==================== pc_sequencer
===== src/rtl/pc_pkg.sv =====
// rtl/pc_pkg.sv - shared instruction-size table for the PC sequencer and control FSM
package pc_pkg;

  localparam logic [1:0] SIZE_1 = 2'd1;
  localparam logic [1:0] SIZE_2 = 2'd2;
  localparam logic [1:0] SIZE_3 = 2'd3;

  localparam int unsigned OP_SZ2_78 = 32'h78;
  localparam int unsigned OP_SZ2_80 = 32'h80;
  localparam int unsigned OP_SZ2_81 = 32'h81;
  localparam int unsigned OP_SZ2_82 = 32'h82;
  localparam int unsigned OP_SZ2_84 = 32'h84;
  localparam int unsigned OP_SZ2_85 = 32'h85;
  localparam int unsigned OP_SZ2_87 = 32'h87;
  localparam int unsigned OP_SZ2_C0 = 32'hC0;
  localparam int unsigned OP_SZ1_83 = 32'h83;

  // Opcode is passed zero-extended so any OPCODE_WIDTH up to 32 shares this table.
  function automatic logic [1:0] opcode_size(input int unsigned op);
    case (op)
      OP_SZ2_78, OP_SZ2_80, OP_SZ2_81, OP_SZ2_82,
      OP_SZ2_84, OP_SZ2_85, OP_SZ2_87, OP_SZ2_C0: return SIZE_2;
      OP_SZ1_83:                                  return SIZE_1;
      default:                                    return SIZE_3;
    endcase
  endfunction

endpackage


===== src/rtl/return_addr_stack.sv =====
// rtl/return_addr_stack.sv - circular LIFO of return addresses with saturating count
module return_addr_stack #(
  parameter int RAS_DEPTH = 4,
  parameter int PC_WIDTH  = 6
) (
  input  logic                clock,
  input  logic                reset,
  input  logic                push,
  input  logic                pop,
  input  logic [PC_WIDTH-1:0] push_data,
  output logic [PC_WIDTH-1:0] top,
  output logic                empty,
  output logic                full,
  output logic                overflow,
  output logic                underflow
);

  localparam int PTR_W = $clog2(RAS_DEPTH);
  localparam int CNT_W = PTR_W + 1;

  logic [PC_WIDTH-1:0] mem_q [RAS_DEPTH];
  logic [PTR_W-1:0]    wptr_q, wptr_d;
  logic [CNT_W-1:0]    cnt_q, cnt_d;
  logic                ovf_q, ovf_d;
  logic                unf_q, unf_d;

  assign empty     = (cnt_q == '0);
  assign full      = (cnt_q == CNT_W'(RAS_DEPTH));
  assign overflow  = ovf_q;
  assign underflow = unf_q;
  assign top       = mem_q[wptr_q - PTR_W'(1)];

  // When full, the write pointer already sits on the oldest entry, so a push overwrites it.
  always_comb begin
    wptr_d = wptr_q;
    cnt_d  = cnt_q;
    ovf_d  = ovf_q;
    unf_d  = unf_q;
    if (push) begin
      wptr_d = wptr_q + PTR_W'(1);
      if (full) ovf_d = 1'b1;
      else      cnt_d = cnt_q + CNT_W'(1);
    end else if (pop) begin
      if (empty) begin
        unf_d = 1'b1;
      end else begin
        wptr_d = wptr_q - PTR_W'(1);
        cnt_d  = cnt_q - CNT_W'(1);
      end
    end
  end

  always_ff @(posedge clock or posedge reset) begin
    if (reset) begin
      wptr_q <= '0;
      cnt_q  <= '0;
      ovf_q  <= 1'b0;
      unf_q  <= 1'b0;
    end else begin
      wptr_q <= wptr_d;
      cnt_q  <= cnt_d;
      ovf_q  <= ovf_d;
      unf_q  <= unf_d;
    end
  end

  always_ff @(posedge clock) begin
    if (push) mem_q[wptr_q] <= push_data;
  end

endmodule


===== src/rtl/pc_sequencer.sv =====
// rtl/pc_sequencer.sv - program counter with size decode, jump, call/return and stall
module pc_sequencer import pc_pkg::*; #(
  parameter int PC_WIDTH     = 6,
  parameter int OPCODE_WIDTH = 8,
  parameter int RAS_DEPTH    = 4
) (
  input  logic                    clock,
  input  logic                    reset,
  input  logic                    pc_stall,
  input  logic                    pc_load,
  input  logic [OPCODE_WIDTH-1:0] opcode,
  input  logic                    jump_valid,
  input  logic                    call_valid,
  input  logic                    ret_valid,
  input  logic [PC_WIDTH-1:0]     jump_target,
  output logic [PC_WIDTH-1:0]     pc,
  output logic [1:0]              instr_size,
  output logic                    ras_empty,
  output logic                    ras_full,
  output logic                    ras_overflow,
  output logic                    ras_underflow
);

  logic [PC_WIDTH-1:0] pc_q, pc_d;
  logic [PC_WIDTH-1:0] pc_inc;
  logic [PC_WIDTH-1:0] ras_top;
  logic                ras_push, ras_pop;

  assign instr_size = opcode_size(32'(opcode));
  assign pc_inc     = pc_q + {{(PC_WIDTH-2){1'b0}}, instr_size};
  assign pc         = pc_q;

  return_addr_stack #(
    .RAS_DEPTH (RAS_DEPTH),
    .PC_WIDTH  (PC_WIDTH)
  ) u_ras (
    .clock     (clock),
    .reset     (reset),
    .push      (ras_push),
    .pop       (ras_pop),
    .push_data (pc_inc),
    .top       (ras_top),
    .empty     (ras_empty),
    .full      (ras_full),
    .overflow  (ras_overflow),
    .underflow (ras_underflow)
  );

  // Strictly one action per edge; lower-priority strobes have no side effects.
  always_comb begin
    pc_d     = pc_q;
    ras_push = 1'b0;
    ras_pop  = 1'b0;
    if (pc_stall) begin
      pc_d = pc_q;
    end else if (ret_valid) begin
      ras_pop = 1'b1;
      pc_d    = ras_empty ? pc_inc : ras_top;
    end else if (call_valid) begin
      ras_push = 1'b1;
      pc_d     = jump_target;
    end else if (jump_valid) begin
      pc_d = jump_target;
    end else if (pc_load) begin
      pc_d = pc_inc;
    end
  end

  always_ff @(posedge clock or posedge reset) begin
    if (reset) pc_q <= '0;
    else       pc_q <= pc_d;
  end

endmodule


===== config.mk =====
export PLATFORM = sky130hd
export DESIGN_NAME = pc_sequencer
export DESIGN_NICKNAME = d
export VERILOG_FILES = /design/src/rtl/pc_pkg.sv /design/src/rtl/return_addr_stack.sv /design/src/rtl/pc_sequencer.sv
export SDC_FILE = /design/constraint.sdc
export NUM_CORES = 1
export LEC_CHECK = 0
export CORE_MARGIN = 8
export CORE_UTILIZATION = 45
export DETAILED_ROUTE_END_ITERATION = 10
export GPL_ROUTABILITY_DRIVEN = 0
export PLACE_DENSITY = 0.7
export SYNTH_ARGS = -nofsm -noshare
export SYNTH_HDL_FRONTEND = slang
export SYNTH_HIERARCHICAL = 1
export SYNTH_SLANG_ARGS = --single-unit

===== constraint.sdc =====
create_clock -name clock -period 4.85 [get_ports clock]
set_input_delay 0.97 -clock clock [delete_from_list [all_inputs] [get_ports clock]]
set_output_delay 0.97 -clock clock [all_outputs]
set_load 0.005 [all_outputs]

### Wires at chosen ports, followed through buffers, pc_sequencer

Scale bar: 20 µm.
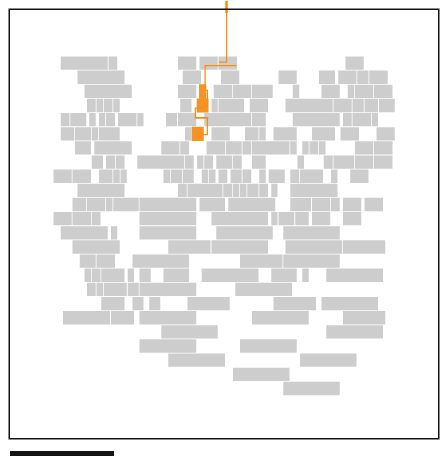
Orange shows `jump_valid`, bits 1, direction input, edge top, end cells 3, buffers 1, wire 37.2 µm.
total of buffers placed on input and output ports: 32
Ports: 33

==> PnR_summary.wiki <==
=== Synthesis and place and route ===
{| class="wikitable"
! Metric !! Value
|-
| Ranking of synthesized cells by instance count || edfxtp_1 (24), dfrtp_1 (13), nand2_1 (13), o21ai_0 (13), inv_1 (12)
|-
| Residual antenna-violating net count after detailed routing || 0
|-
| Largest area contributor in the synthesized netlist || edfxtp_1
|-
| Layout Area Growth over Synthesis || 23.7%
|-
| Die Wd || 82.3 µm
|-
| Final count of negative-setup-slack endpoints || 0
|-
| Count of maximum capacitance violations || 0
|-
| Status || complete, no violations
|-
| Pwr/cell area || 539 nW/µm²
|-
| CP arrival || 2540 ps
|-
| Diode count || 0
|-
| Final-layout fill cell count || 355
|-
| Global routing met1 resource utilization || 16.5%
|-
| Placed insts || 241
|-
| Floorplan core area || 4290 µm²
|-
| Num CTS Buffers || 5
|-
| Highest routed metal layer || met4
|-
| Number of synthesized flops with an enable pin || 24
|-
| Total Routed Length || 4.14 mm
|-
| Violation count after the first detailed-routing iteration || 116
|-
| Floorplan utilization || 46.0%
|-
| Mapped Nets || 193
|-
| Critical-path maximum fanout || 3
|}
==> final cells by class <==
| class | instances | share of cell area, % |
|---|---|---|
| flip-flops and latches | 37 | 42.8 |
| repair buffers | 32 | 13.1 |
| multi-input cells | 108 | 35.0 |
| clock inverters | 3 | 1.79 |
| inverters | 12 | 1.84 |
| clock buffers | 5 | 2.81 |
| well taps | 52 | 2.66 |
==> where the power goes <==
group	internal (mW)	switching (mW)
registers	0.445	0.0809
logic	0.272	0.255
clock network	0.154	0.111
==> critical path, stage by stage <==
cell and delay (ps):
clkdlybuf4s50_1 420, nor4b_1 410, nand4_1 230, clkdlybuf4s50_1 500

==================== rps_round_judge
### Congestion heat map, rps_round_judge

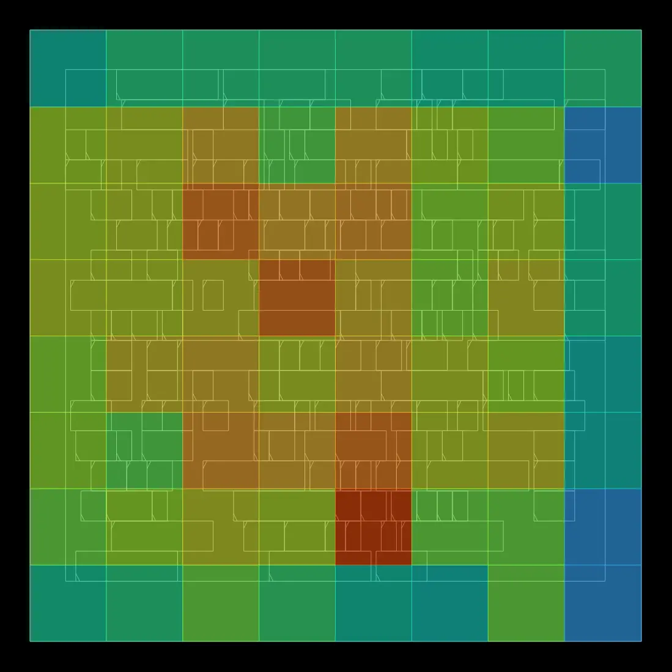
### Wires at chosen ports, followed through buffers, rps_round_judge

Scale bar: 20 µm.
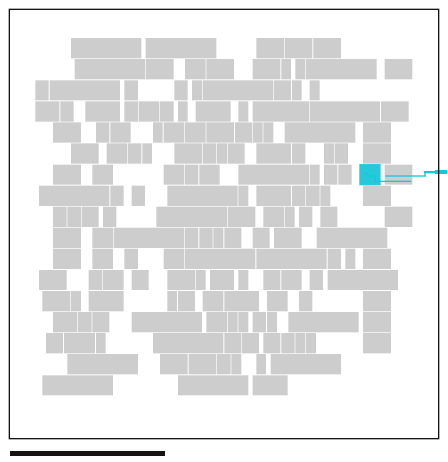
**src/rtl/rps_round_judge.sv**
```systemverilog
// Round judge for rock-paper-scissors: freezes the CPU choice generator, captures
// both moves, judges the round, keeps saturating scores and ends the match at WIN_TARGET.
module rps_round_judge #(
  parameter int SHOW_CYCLES = 4,
  parameter int WIN_TARGET  = 3,
  parameter int SCORE_W     = 4
) (
  input  logic               clk,
  input  logic               rst_n,
  input  logic               player_valid,
  input  logic [1:0]         player_choice,
  input  logic               new_match,
  input  logic [1:0]         cpu_choice,
  output logic               stop_signal,
  output logic               busy,
  output logic               result_valid,
  output logic [1:0]         result,
  output logic [1:0]         player_move_q,
  output logic [1:0]         cpu_move_q,
  output logic [SCORE_W-1:0] player_score,
  output logic [SCORE_W-1:0] cpu_score,
  output logic               match_done,
  output logic               match_winner
);

  localparam int CNT_W = (SHOW_CYCLES > 1) ? $clog2(SHOW_CYCLES + 1) : 1;

  typedef enum logic [2:0] {
    S_IDLE  = 3'd0,
    S_LOCK  = 3'd1,
    S_JUDGE = 3'd2,
    S_SHOW  = 3'd3,
    S_OVER  = 3'd4
  } state_t;

  state_t             state_q, state_d;
  logic [CNT_W-1:0]   cnt_q, cnt_d;
  logic               stop_q, stop_d;
  logic               busy_q, busy_d;
  logic               rv_q, rv_d;
  logic [1:0]         res_q, res_d;
  logic [1:0]         pm_q, pm_d;
  logic [1:0]         cm_q, cm_d;
  logic [SCORE_W-1:0] ps_q, ps_d;
  logic [SCORE_W-1:0] cs_q, cs_d;
  logic               done_q, done_d;
  logic               win_q, win_d;
  logic [1:0]         judged_s;

  // (player - cpu) mod 3 maps directly onto the result code: 0 tie, 1 player, 2 cpu
  function automatic logic [1:0] judge(input logic [1:0] p, input logic [1:0] c);
    logic [2:0] d;
    d = {1'b0, p} + 3'd3 - {1'b0, c};
    if (d >= 3'd3) begin
      d = d - 3'd3;
    end else begin
      d = d;
    end
    return d[1:0];
  endfunction

  function automatic logic [SCORE_W-1:0] sat_inc(input logic [SCORE_W-1:0] s);
    if (s == {SCORE_W{1'b1}}) begin
      return s;
    end else begin
      return s + SCORE_W'(1);
    end
  endfunction

  assign judged_s = judge(pm_q, cm_q);

  always_comb begin
    state_d = state_q;
    cnt_d   = cnt_q;
    rv_d    = 1'b0;
    res_d   = res_q;
    pm_d    = pm_q;
    cm_d    = cm_q;
    ps_d    = ps_q;
    cs_d    = cs_q;
    done_d  = done_q;
    win_d   = win_q;
    if (new_match) begin
      state_d = S_IDLE;
      cnt_d   = '0;
      res_d   = 2'b00;
      pm_d    = 2'b00;
      cm_d    = 2'b00;
      ps_d    = '0;
      cs_d    = '0;
      done_d  = 1'b0;
      win_d   = 1'b0;
    end else begin
      case (state_q)
        S_IDLE: begin
          if (player_valid && (player_choice != 2'b11)) begin
            pm_d    = player_choice;
            state_d = S_LOCK;
          end else begin
            state_d = S_IDLE;
          end
        end
        S_LOCK: begin
          cm_d    = (cpu_choice == 2'b11) ? 2'b00 : cpu_choice;
          state_d = S_JUDGE;
        end
        S_JUDGE: begin
          res_d = judged_s;
          rv_d  = 1'b1;
          if (judged_s == 2'b01) begin
            ps_d = sat_inc(ps_q);
          end else if (judged_s == 2'b10) begin
            cs_d = sat_inc(cs_q);
          end else begin
            ps_d = ps_q;
          end
          cnt_d   = CNT_W'(SHOW_CYCLES);
          state_d = S_SHOW;
        end
        S_SHOW: begin
          if (cnt_q <= CNT_W'(1)) begin
            cnt_d = '0;
            if ((ps_q >= SCORE_W'(WIN_TARGET)) || (cs_q >= SCORE_W'(WIN_TARGET))) begin
              state_d = S_OVER;
              done_d  = 1'b1;
              win_d   = (cs_q >= SCORE_W'(WIN_TARGET));
            end else begin
              state_d = S_IDLE;
            end
          end else begin
            cnt_d = cnt_q - CNT_W'(1);
          end
        end
        S_OVER: begin
          state_d = S_OVER;
        end
        default: begin
          state_d = S_IDLE;
        end
      endcase
    end
    // generator stays frozen in every state but IDLE
    stop_d = (state_d != S_IDLE);
    busy_d = (state_d != S_IDLE);
  end

  // State and registered outputs
  always_ff @(posedge clk or negedge rst_n) begin
    if (!rst_n) begin
      state_q <= S_IDLE;
      cnt_q   <= '0;
      stop_q  <= 1'b0;
      busy_q  <= 1'b0;
      rv_q    <= 1'b0;
      res_q   <= 2'b00;
      pm_q    <= 2'b00;
      cm_q    <= 2'b00;
      ps_q    <= '0;
      cs_q    <= '0;
      done_q  <= 1'b0;
      win_q   <= 1'b0;
    end else begin
      state_q <= state_d;
      cnt_q   <= cnt_d;
      stop_q  <= stop_d;
      busy_q  <= busy_d;
      rv_q    <= rv_d;
      res_q   <= res_d;
      pm_q    <= pm_d;
      cm_q    <= cm_d;
      ps_q    <= ps_d;
      cs_q    <= cs_d;
      done_q  <= done_d;
      win_q   <= win_d;
    end
  end

  assign stop_signal   = stop_q;
  assign busy          = busy_q;
  assign result_valid  = rv_q;
  assign result        = res_q;
  assign player_move_q = pm_q;
  assign cpu_move_q    = cm_q;
  assign player_score  = ps_q;
  assign cpu_score     = cs_q;
  assign match_done    = done_q;
  assign match_winner  = win_q;

endmodule

```
**config.mk**
```make
export PLATFORM = sky130hd
export DESIGN_NAME = rps_round_judge
export DESIGN_NICKNAME = d
export VERILOG_FILES = /design/src/rtl/rps_round_judge.sv
export SDC_FILE = /design/constraint.sdc
export NUM_CORES = 1
export LEC_CHECK = 0
export CAP_MARGIN = 20
export CORE_MARGIN = 3
export CORE_UTILIZATION = 54
export DETAILED_ROUTE_END_ITERATION = 8
export HOLD_SLACK_MARGIN = 0.15
export PLACE_DENSITY = 0.89
export RECOVER_POWER = 50
export SLEW_MARGIN = 10
export SYNTH_ARGS = -nofsm -noshare
export SYNTH_HDL_FRONTEND = slang
export SYNTH_SLANG_ARGS = --single-unit
```
**constraint.sdc**
```tcl
create_clock -name clk -period 4.62 [get_ports clk]
set_clock_uncertainty 0.1 [all_clocks]
set_input_delay 0.924 -clock clk [delete_from_list [all_inputs] [get_ports clk]]
set_output_delay 0.924 -clock clk [all_outputs]
set_load 0.02 [all_outputs]
```
==> PnR_summary.wiki <==
=== Synthesis and place and route ===
{| class="wikitable"
! Metric !! Value
|-
| Status || complete, no violations
|-
| Most used routing layer in global routing || met2
|-
| Min Hold Slack || 434 ps
|-
| Seq group || 227 µW
|-
| Number of gates on the worst path with buffers counted || 7
|-
| Clock Root Buffer || clkbuf_4
|-
| Hold buffer count at CTS || 0
|-
| Number of vias per cell || 5.74
|-
| Most frequent cell after synthesis || dfrtp_1
|-
| Required time worst endpoint || 4750 ps
|-
| Arithmetic-cell share of the synthesized area counting full adders, half adders and majority gates || 7.26%
|-
| Yosys Chip Area || 1310 µm²
|-
| Most frequently placed logic cells in the final layout || dfrtp_1 (24), clkdlybuf4s50_1 (24), a21oi_1 (15), inv_1 (11), nor2_1 (11)
|-
| Global-route wire length before repair || 4.72 mm
|-
| Iteration count of the initial detailed-routing pass || 4
|-
| Sequence of cells on the critical path || ha_1, fa_1, ha_1, or4b_1, o31a_2, or4_1, a21oi_1
|-
| Least-Margin Pin Slew || 911 ps
|-
| Largest stage delay on the critical path || 530 ps
|-
| Die Wd || 55.3 µm
|-
| Startpoint of the worst setup timing path || player_move_q[0]
|-
| Num CTS Buffers || 3
|-
| Kind of critical path || register to register
|-
| Share of power burned in registers || 54.9%
|-
| Tap cell count || 28
|-
| Share of synthesized cell area in and, or, nand and nor gates || 22.3%
|-
| Leakage || 0.666 nW
|-
| Critical Path Sink Type || register
|-
| Global routing usage on met3 || 1.64%
|-
| Met2 usage in global routing || 30.9%
|-
| Fraction of power spent switching nets || 30.3%
|}
About 'Congestion heat map' of rps_round_judge:
overall fraction of global-route tracks in use: 18.8%
global routing met1 resource utilization: 25.6%

About 'Wires at chosen ports, followed through buffers' of rps_round_judge:
Cyan shows `player_valid`, bits 1, direction input, edge right, end cells 1, buffers 1, wire 13.7 µm.
Ports: 27
total of buffers placed on input and output ports: 26

-- sequential cells by signal, indices dropped and copies added, names as in the netlist --
| signal | cells |
|---|---|
| result | 2 |
| cpu_score | 4 |
| result_valid | 1 |
| busy | 1 |
| cpu_move_q | 2 |
| player_score | 4 |
| state_q | 3 |
| match_winner | 1 |
| match_done | 1 |
| player_move_q | 2 |
| cnt_q | 3 |
-- per-layer routing --
layer	vias up	routed length, µm	share of wire, %
li1	551	-	-
met1	526	1240	47
met2	26	1260	48
met3	4	81	3.1
met4	0	44	1.7
met5	-	0	0

==================== mcu_icache_refill_flat
<file path="src/rtl/mcu_icache_refill_if.sv">
// Miss-port and memory-bus signal bundle for the I-cache refill engine.
// master = refill engine, slave = cache plus memory side.
interface mcu_icache_refill_if #(
   parameter int LINE_BYTES = 32
);
   logic                    miss_req_valid;
   logic [31:0]             miss_req_addr;
   logic                    miss_req_ready;
   logic                    miss_resp_valid;
   logic [LINE_BYTES*8-1:0] miss_resp_data;
   logic                    miss_resp_err;
   logic                    mem_req_valid;
   logic [31:0]             mem_req_addr;
   logic                    mem_req_ready;
   logic                    mem_resp_valid;
   logic [31:0]             mem_resp_data;
   logic                    mem_resp_err;

   modport master (
      input  miss_req_valid, miss_req_addr, mem_req_ready,
             mem_resp_valid, mem_resp_data, mem_resp_err,
      output miss_req_ready, miss_resp_valid, miss_resp_data, miss_resp_err,
             mem_req_valid, mem_req_addr
   );

   modport slave (
      output miss_req_valid, miss_req_addr, mem_req_ready,
             mem_resp_valid, mem_resp_data, mem_resp_err,
      input  miss_req_ready, miss_resp_valid, miss_resp_data, miss_resp_err,
             mem_req_valid, mem_req_addr
   );
endinterface

</file>
<file path="src/rtl/mcu_icache_refill.sv">
// Single-line I-cache refill: BEATS word reads, one outstanding, assembled line returned as a
// one-cycle pulse 2*BEATS+1 cycles after acceptance on zero-wait memory; no backpressure on the response.
module mcu_icache_refill #(
   parameter int LINE_BYTES = 32,
   parameter int WORD_BYTES = 4
) (
   input  logic                clk,
   input  logic                rst,
   mcu_icache_refill_if.master bus
);
   localparam int WORD_W = WORD_BYTES * 8;
   localparam int BEATS  = LINE_BYTES / WORD_BYTES;
   localparam int BEAT_W = (BEATS > 1) ? $clog2(BEATS) : 1;
   localparam int OFF_W  = $clog2(LINE_BYTES);
   localparam logic [BEAT_W-1:0] LAST_BEAT = BEAT_W'(BEATS - 1);

   typedef enum logic [1:0] {IDLE, REQ, WAIT, DONE} state_t;

   state_t                  state, state_nxt;
   logic [BEAT_W-1:0]       beat;
   logic [31:0]             req_addr;
   logic [LINE_BYTES*8-1:0] line, line_merged, resp_line;
   logic                    err_flag;
   logic                    accept, beat_done, last_beat;
   logic                    unused_addr_bits;

   assign accept           = (state == IDLE) && bus.miss_req_valid;
   assign beat_done        = (state == WAIT) && bus.mem_resp_valid;
   assign last_beat        = (beat == LAST_BEAT);
   assign unused_addr_bits = ^bus.miss_req_addr[OFF_W-1:0];

   always_ff @(posedge clk) begin
      if (rst) state <= IDLE;
      else     state <= state_nxt;
   end

   always_comb begin
      state_nxt = state;
      case (state)
         IDLE:    if (bus.miss_req_valid) state_nxt = REQ;
         REQ:     if (bus.mem_req_ready)  state_nxt = WAIT;
         WAIT:    if (bus.mem_resp_valid) state_nxt = last_beat ? DONE : REQ;
         DONE:    state_nxt = IDLE;
         default: state_nxt = IDLE;
      endcase
   end

   always_comb begin
      bus.miss_req_ready  = (state == IDLE);
      bus.mem_req_valid   = (state == REQ);
      bus.mem_req_addr    = req_addr;
      bus.miss_resp_valid = (state == DONE);
      bus.miss_resp_data  = resp_line;
      bus.miss_resp_err   = (state == DONE) && err_flag;
   end

   always_comb begin
      line_merged = line;
      line_merged[WORD_W*int'(beat) +: WORD_W] = bus.mem_resp_data;
   end

   // resp_line is separate from the assembly buffer so the last returned line stays visible
   // while the next refill overwrites the buffer.
   always_ff @(posedge clk) begin
      if (rst) begin
         beat      <= '0;
         req_addr  <= '0;
         line      <= '0;
         resp_line <= '0;
         err_flag  <= 1'b0;
      end else begin
         if (accept) begin
            beat     <= '0;
            err_flag <= 1'b0;
            req_addr <= {bus.miss_req_addr[31:OFF_W], {OFF_W{1'b0}}};
         end
         if (beat_done) begin
            line     <= line_merged;
            err_flag <= err_flag | bus.mem_resp_err;
            if (last_beat) begin
               resp_line <= line_merged;
            end else begin
               beat     <= beat + 1'b1;
               req_addr <= req_addr + 32'(WORD_BYTES);
            end
         end
      end
   end
endmodule

</file>
<file path="src/flat_wrapper.sv">
// flat-port wrapper written by rule: the top's interface ports become plain ports
module mcu_icache_refill_flat 
#(
   parameter int LINE_BYTES = 32,
   parameter int WORD_BYTES = 4
)
  (clk, rst, bus_miss_req_valid, bus_miss_req_addr, bus_mem_req_ready, bus_mem_resp_valid, bus_mem_resp_data, bus_mem_resp_err, bus_miss_req_ready, bus_miss_resp_valid, bus_miss_resp_data, bus_miss_resp_err, bus_mem_req_valid, bus_mem_req_addr);
  mcu_icache_refill_if #(.LINE_BYTES(LINE_BYTES)) bus_i ();
  input  logic clk;
  input  logic rst;
  input wire logic [$bits(bus_i.miss_req_valid)-1:0] bus_miss_req_valid;
  input wire logic [$bits(bus_i.miss_req_addr)-1:0] bus_miss_req_addr;
  input wire logic [$bits(bus_i.mem_req_ready)-1:0] bus_mem_req_ready;
  input wire logic [$bits(bus_i.mem_resp_valid)-1:0] bus_mem_resp_valid;
  input wire logic [$bits(bus_i.mem_resp_data)-1:0] bus_mem_resp_data;
  input wire logic [$bits(bus_i.mem_resp_err)-1:0] bus_mem_resp_err;
  output wire logic [$bits(bus_i.miss_req_ready)-1:0] bus_miss_req_ready;
  output wire logic [$bits(bus_i.miss_resp_valid)-1:0] bus_miss_resp_valid;
  output wire logic [$bits(bus_i.miss_resp_data)-1:0] bus_miss_resp_data;
  output wire logic [$bits(bus_i.miss_resp_err)-1:0] bus_miss_resp_err;
  output wire logic [$bits(bus_i.mem_req_valid)-1:0] bus_mem_req_valid;
  output wire logic [$bits(bus_i.mem_req_addr)-1:0] bus_mem_req_addr;
  assign bus_i.miss_req_valid = bus_miss_req_valid;
  assign bus_i.miss_req_addr = bus_miss_req_addr;
  assign bus_i.mem_req_ready = bus_mem_req_ready;
  assign bus_i.mem_resp_valid = bus_mem_resp_valid;
  assign bus_i.mem_resp_data = bus_mem_resp_data;
  assign bus_i.mem_resp_err = bus_mem_resp_err;
  assign bus_miss_req_ready = bus_i.miss_req_ready;
  assign bus_miss_resp_valid = bus_i.miss_resp_valid;
  assign bus_miss_resp_data = bus_i.miss_resp_data;
  assign bus_miss_resp_err = bus_i.miss_resp_err;
  assign bus_mem_req_valid = bus_i.mem_req_valid;
  assign bus_mem_req_addr = bus_i.mem_req_addr;
  mcu_icache_refill #(.LINE_BYTES(LINE_BYTES), .WORD_BYTES(WORD_BYTES)) u_core (.clk(clk), .rst(rst), .bus(bus_i));
endmodule
</file>
<file path="config.mk">
export PLATFORM = sky130hd
export DESIGN_NAME = mcu_icache_refill_flat
export DESIGN_NICKNAME = d
export VERILOG_FILES = /design/src/rtl/mcu_icache_refill_if.sv /design/src/rtl/mcu_icache_refill.sv /design/src/flat_wrapper.sv
export SDC_FILE = /design/constraint.sdc
export NUM_CORES = 1
export LEC_CHECK = 0
export ABC_AREA = 1
export CORE_MARGIN = 2
export CORE_UTILIZATION = 30
export DETAILED_ROUTE_END_ITERATION = 16
export HOLD_SLACK_MARGIN = 0.15
export SETUP_SLACK_MARGIN = 0.2
export SLEW_MARGIN = 20
export SYNTH_ARGS = -nofsm -noshare
export SYNTH_HDL_FRONTEND = slang
export SYNTH_SLANG_ARGS = --single-unit
</file>
<file path="constraint.sdc">
create_clock -name clk -period 2.1 [get_ports clk]
set_input_delay 0.315 -clock clk [delete_from_list [all_inputs] [get_ports clk]]
set_output_delay 0.315 -clock clk [all_outputs]
set_load 0.05 [all_outputs]
</file>
### Routed metal, one color a layer, mcu_icache_refill_flat

Two of the layers only.
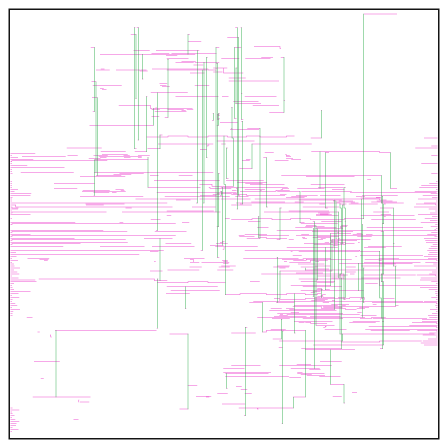
Magenta shows metal 3, wire length 10400 µm. Green shows metal 4, wire length 4240 µm.
overall fraction of global-route tracks in use: 23.3%
Total Routed Length: 109 mm

## cell type report
class / count / share of cell area (%)
multi-input cells: 2598 / 37.5
flip-flops and latches: 550 / 29.1
repair buffers: 652 / 20.3
clock buffers: 91 / 4.98
inverters: 351 / 3.80
well taps: 1134 / 3.75
clock inverters: 21 / 0.621
repair inverters: 1 / 0.0231
diodes: 1 / 0.00661
## sequential cells by signal, summed over array words and instances (netlist names)
signal / cells
u_core.bus.mem_req_addr: 32
u_core.bus.miss_resp_data: 256
u_core.line: 256
u_core.beat: 3
u_core.err_flag: 1
u_core.state: 2
==> PnR_summary.wiki <==
=== Synthesis and place and route ===
{| class="wikitable"
! Metric !! Value
|-
| Post-route clock skew || 31.0 ps
|-
| Hold buffer count at CTS || 1
|-
| Status || finished, violations left
|-
| Crit path setup slack, layout || -24.4 ps
|-
| Post-route minimum period || 2120 ps
|-
| GRT Residual Overflow || 0
|-
| Mean Syn Cell Area || 6.74 µm²
|-
| Final count of negative-setup-slack endpoints || 6
|-
| Share of layout cells above drive strength 1 || 23.5%
|-
| Highest routed metal layer || met5
|-
| Kind of critical path || register to register
|-
| Beginning of the worst register-to-register path || u_core.beat[0]
|-
| Floorplan core area || 83800 µm²
|-
| Via count || 27500
|-
| Largest net degree at the start of global routing || 130
|-
| Setup repair after global routing missed its margin || true
|-
| Internal || 18.0 mW
|-
| Share of the synthesized area in the top cell type || 43.2%
|-
| Placed insts || 5165
|-
| Flop and latch count out of synthesis || 550
|-
| Buf/Inv on CP || 7
|-
| Count of maximum capacitance violations || 0
|-
| Clock transition at the register clock pins on the worst setup and hold paths after CTS || 60 ps
|-
| Capture point of the worst reg-to-reg path || u_core.bus.miss_resp_data[46]
|-
| Resized cells post-CTS || 451
|-
| Total number of yosys warnings || 0
|-
| Violated checks || setup timing
|-
| Number of global-route vias before repair || 24600
|-
| Share of synthesized cell area in and, or, nand and nor gates || 30.8%
|-
| Residual antenna-violating net count after detailed routing || 0
|-
| Number of standard cells after synthesis || 3782
|-
| Tally of OpenROAD warnings || 41
|-
| Final-layout fill cell count || 8341
|-
| Area of the multi-input gates || 14200 µm²
|-
| Worst-case vdd ir drop || 0.000566 V
|-
| Num CTS Buffers || 66
|-
| Hold Path Origin || bus_miss_req_addr[6]
|-
| Layout Area Growth over Synthesis || 48.7%
|-
| Number of vias per cell || 5.09
|-
| Number of synthesized flops with an enable pin || 0
|-
| FMAX || 471 MHz
|}


==> gallery <==
Register map, names as in the netlist.
Plate I
Scale bar: 20 µm. Other sequential cells in the stronger gray, the rest of the logic in the fainter gray.
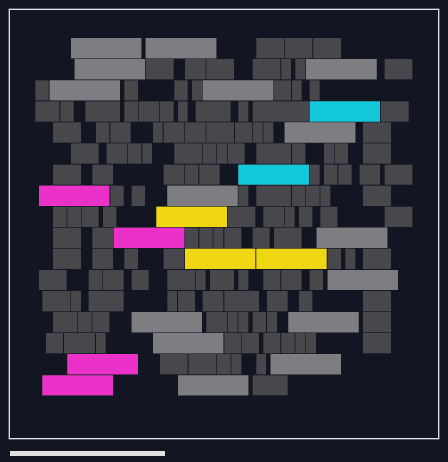
Plate II
Scale bar: 20 µm. Other sequential cells in the stronger gray, the rest of the logic in the fainter gray.
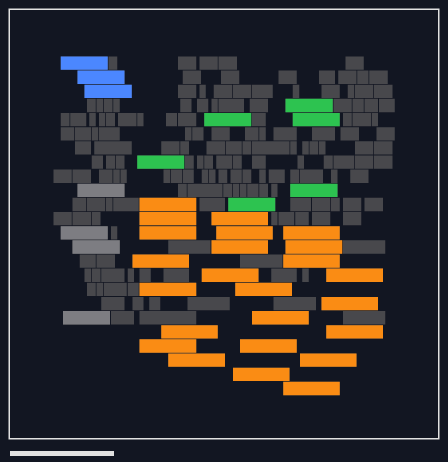
Plate III
Scale bar: 100 µm. Other sequential cells in the stronger gray, the rest of the logic in the fainter gray.
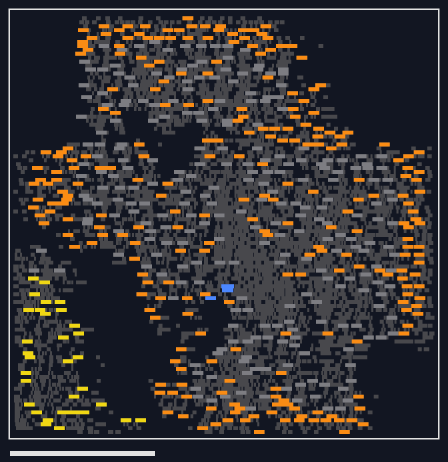
rps_round_judge -> Plate I
mcu_icache_refill_flat -> Plate III
pc_sequencer -> Plate II

Key to Plate I:
Cyan shows `player_move_q`, placed flops 2. Yellow shows `state_q`, placed flops 3. Magenta shows `cpu_score`, placed flops 4.
Another 15 sequential cells are not colored.

No activity file was given, so power comes from the tool's default toggle rates.
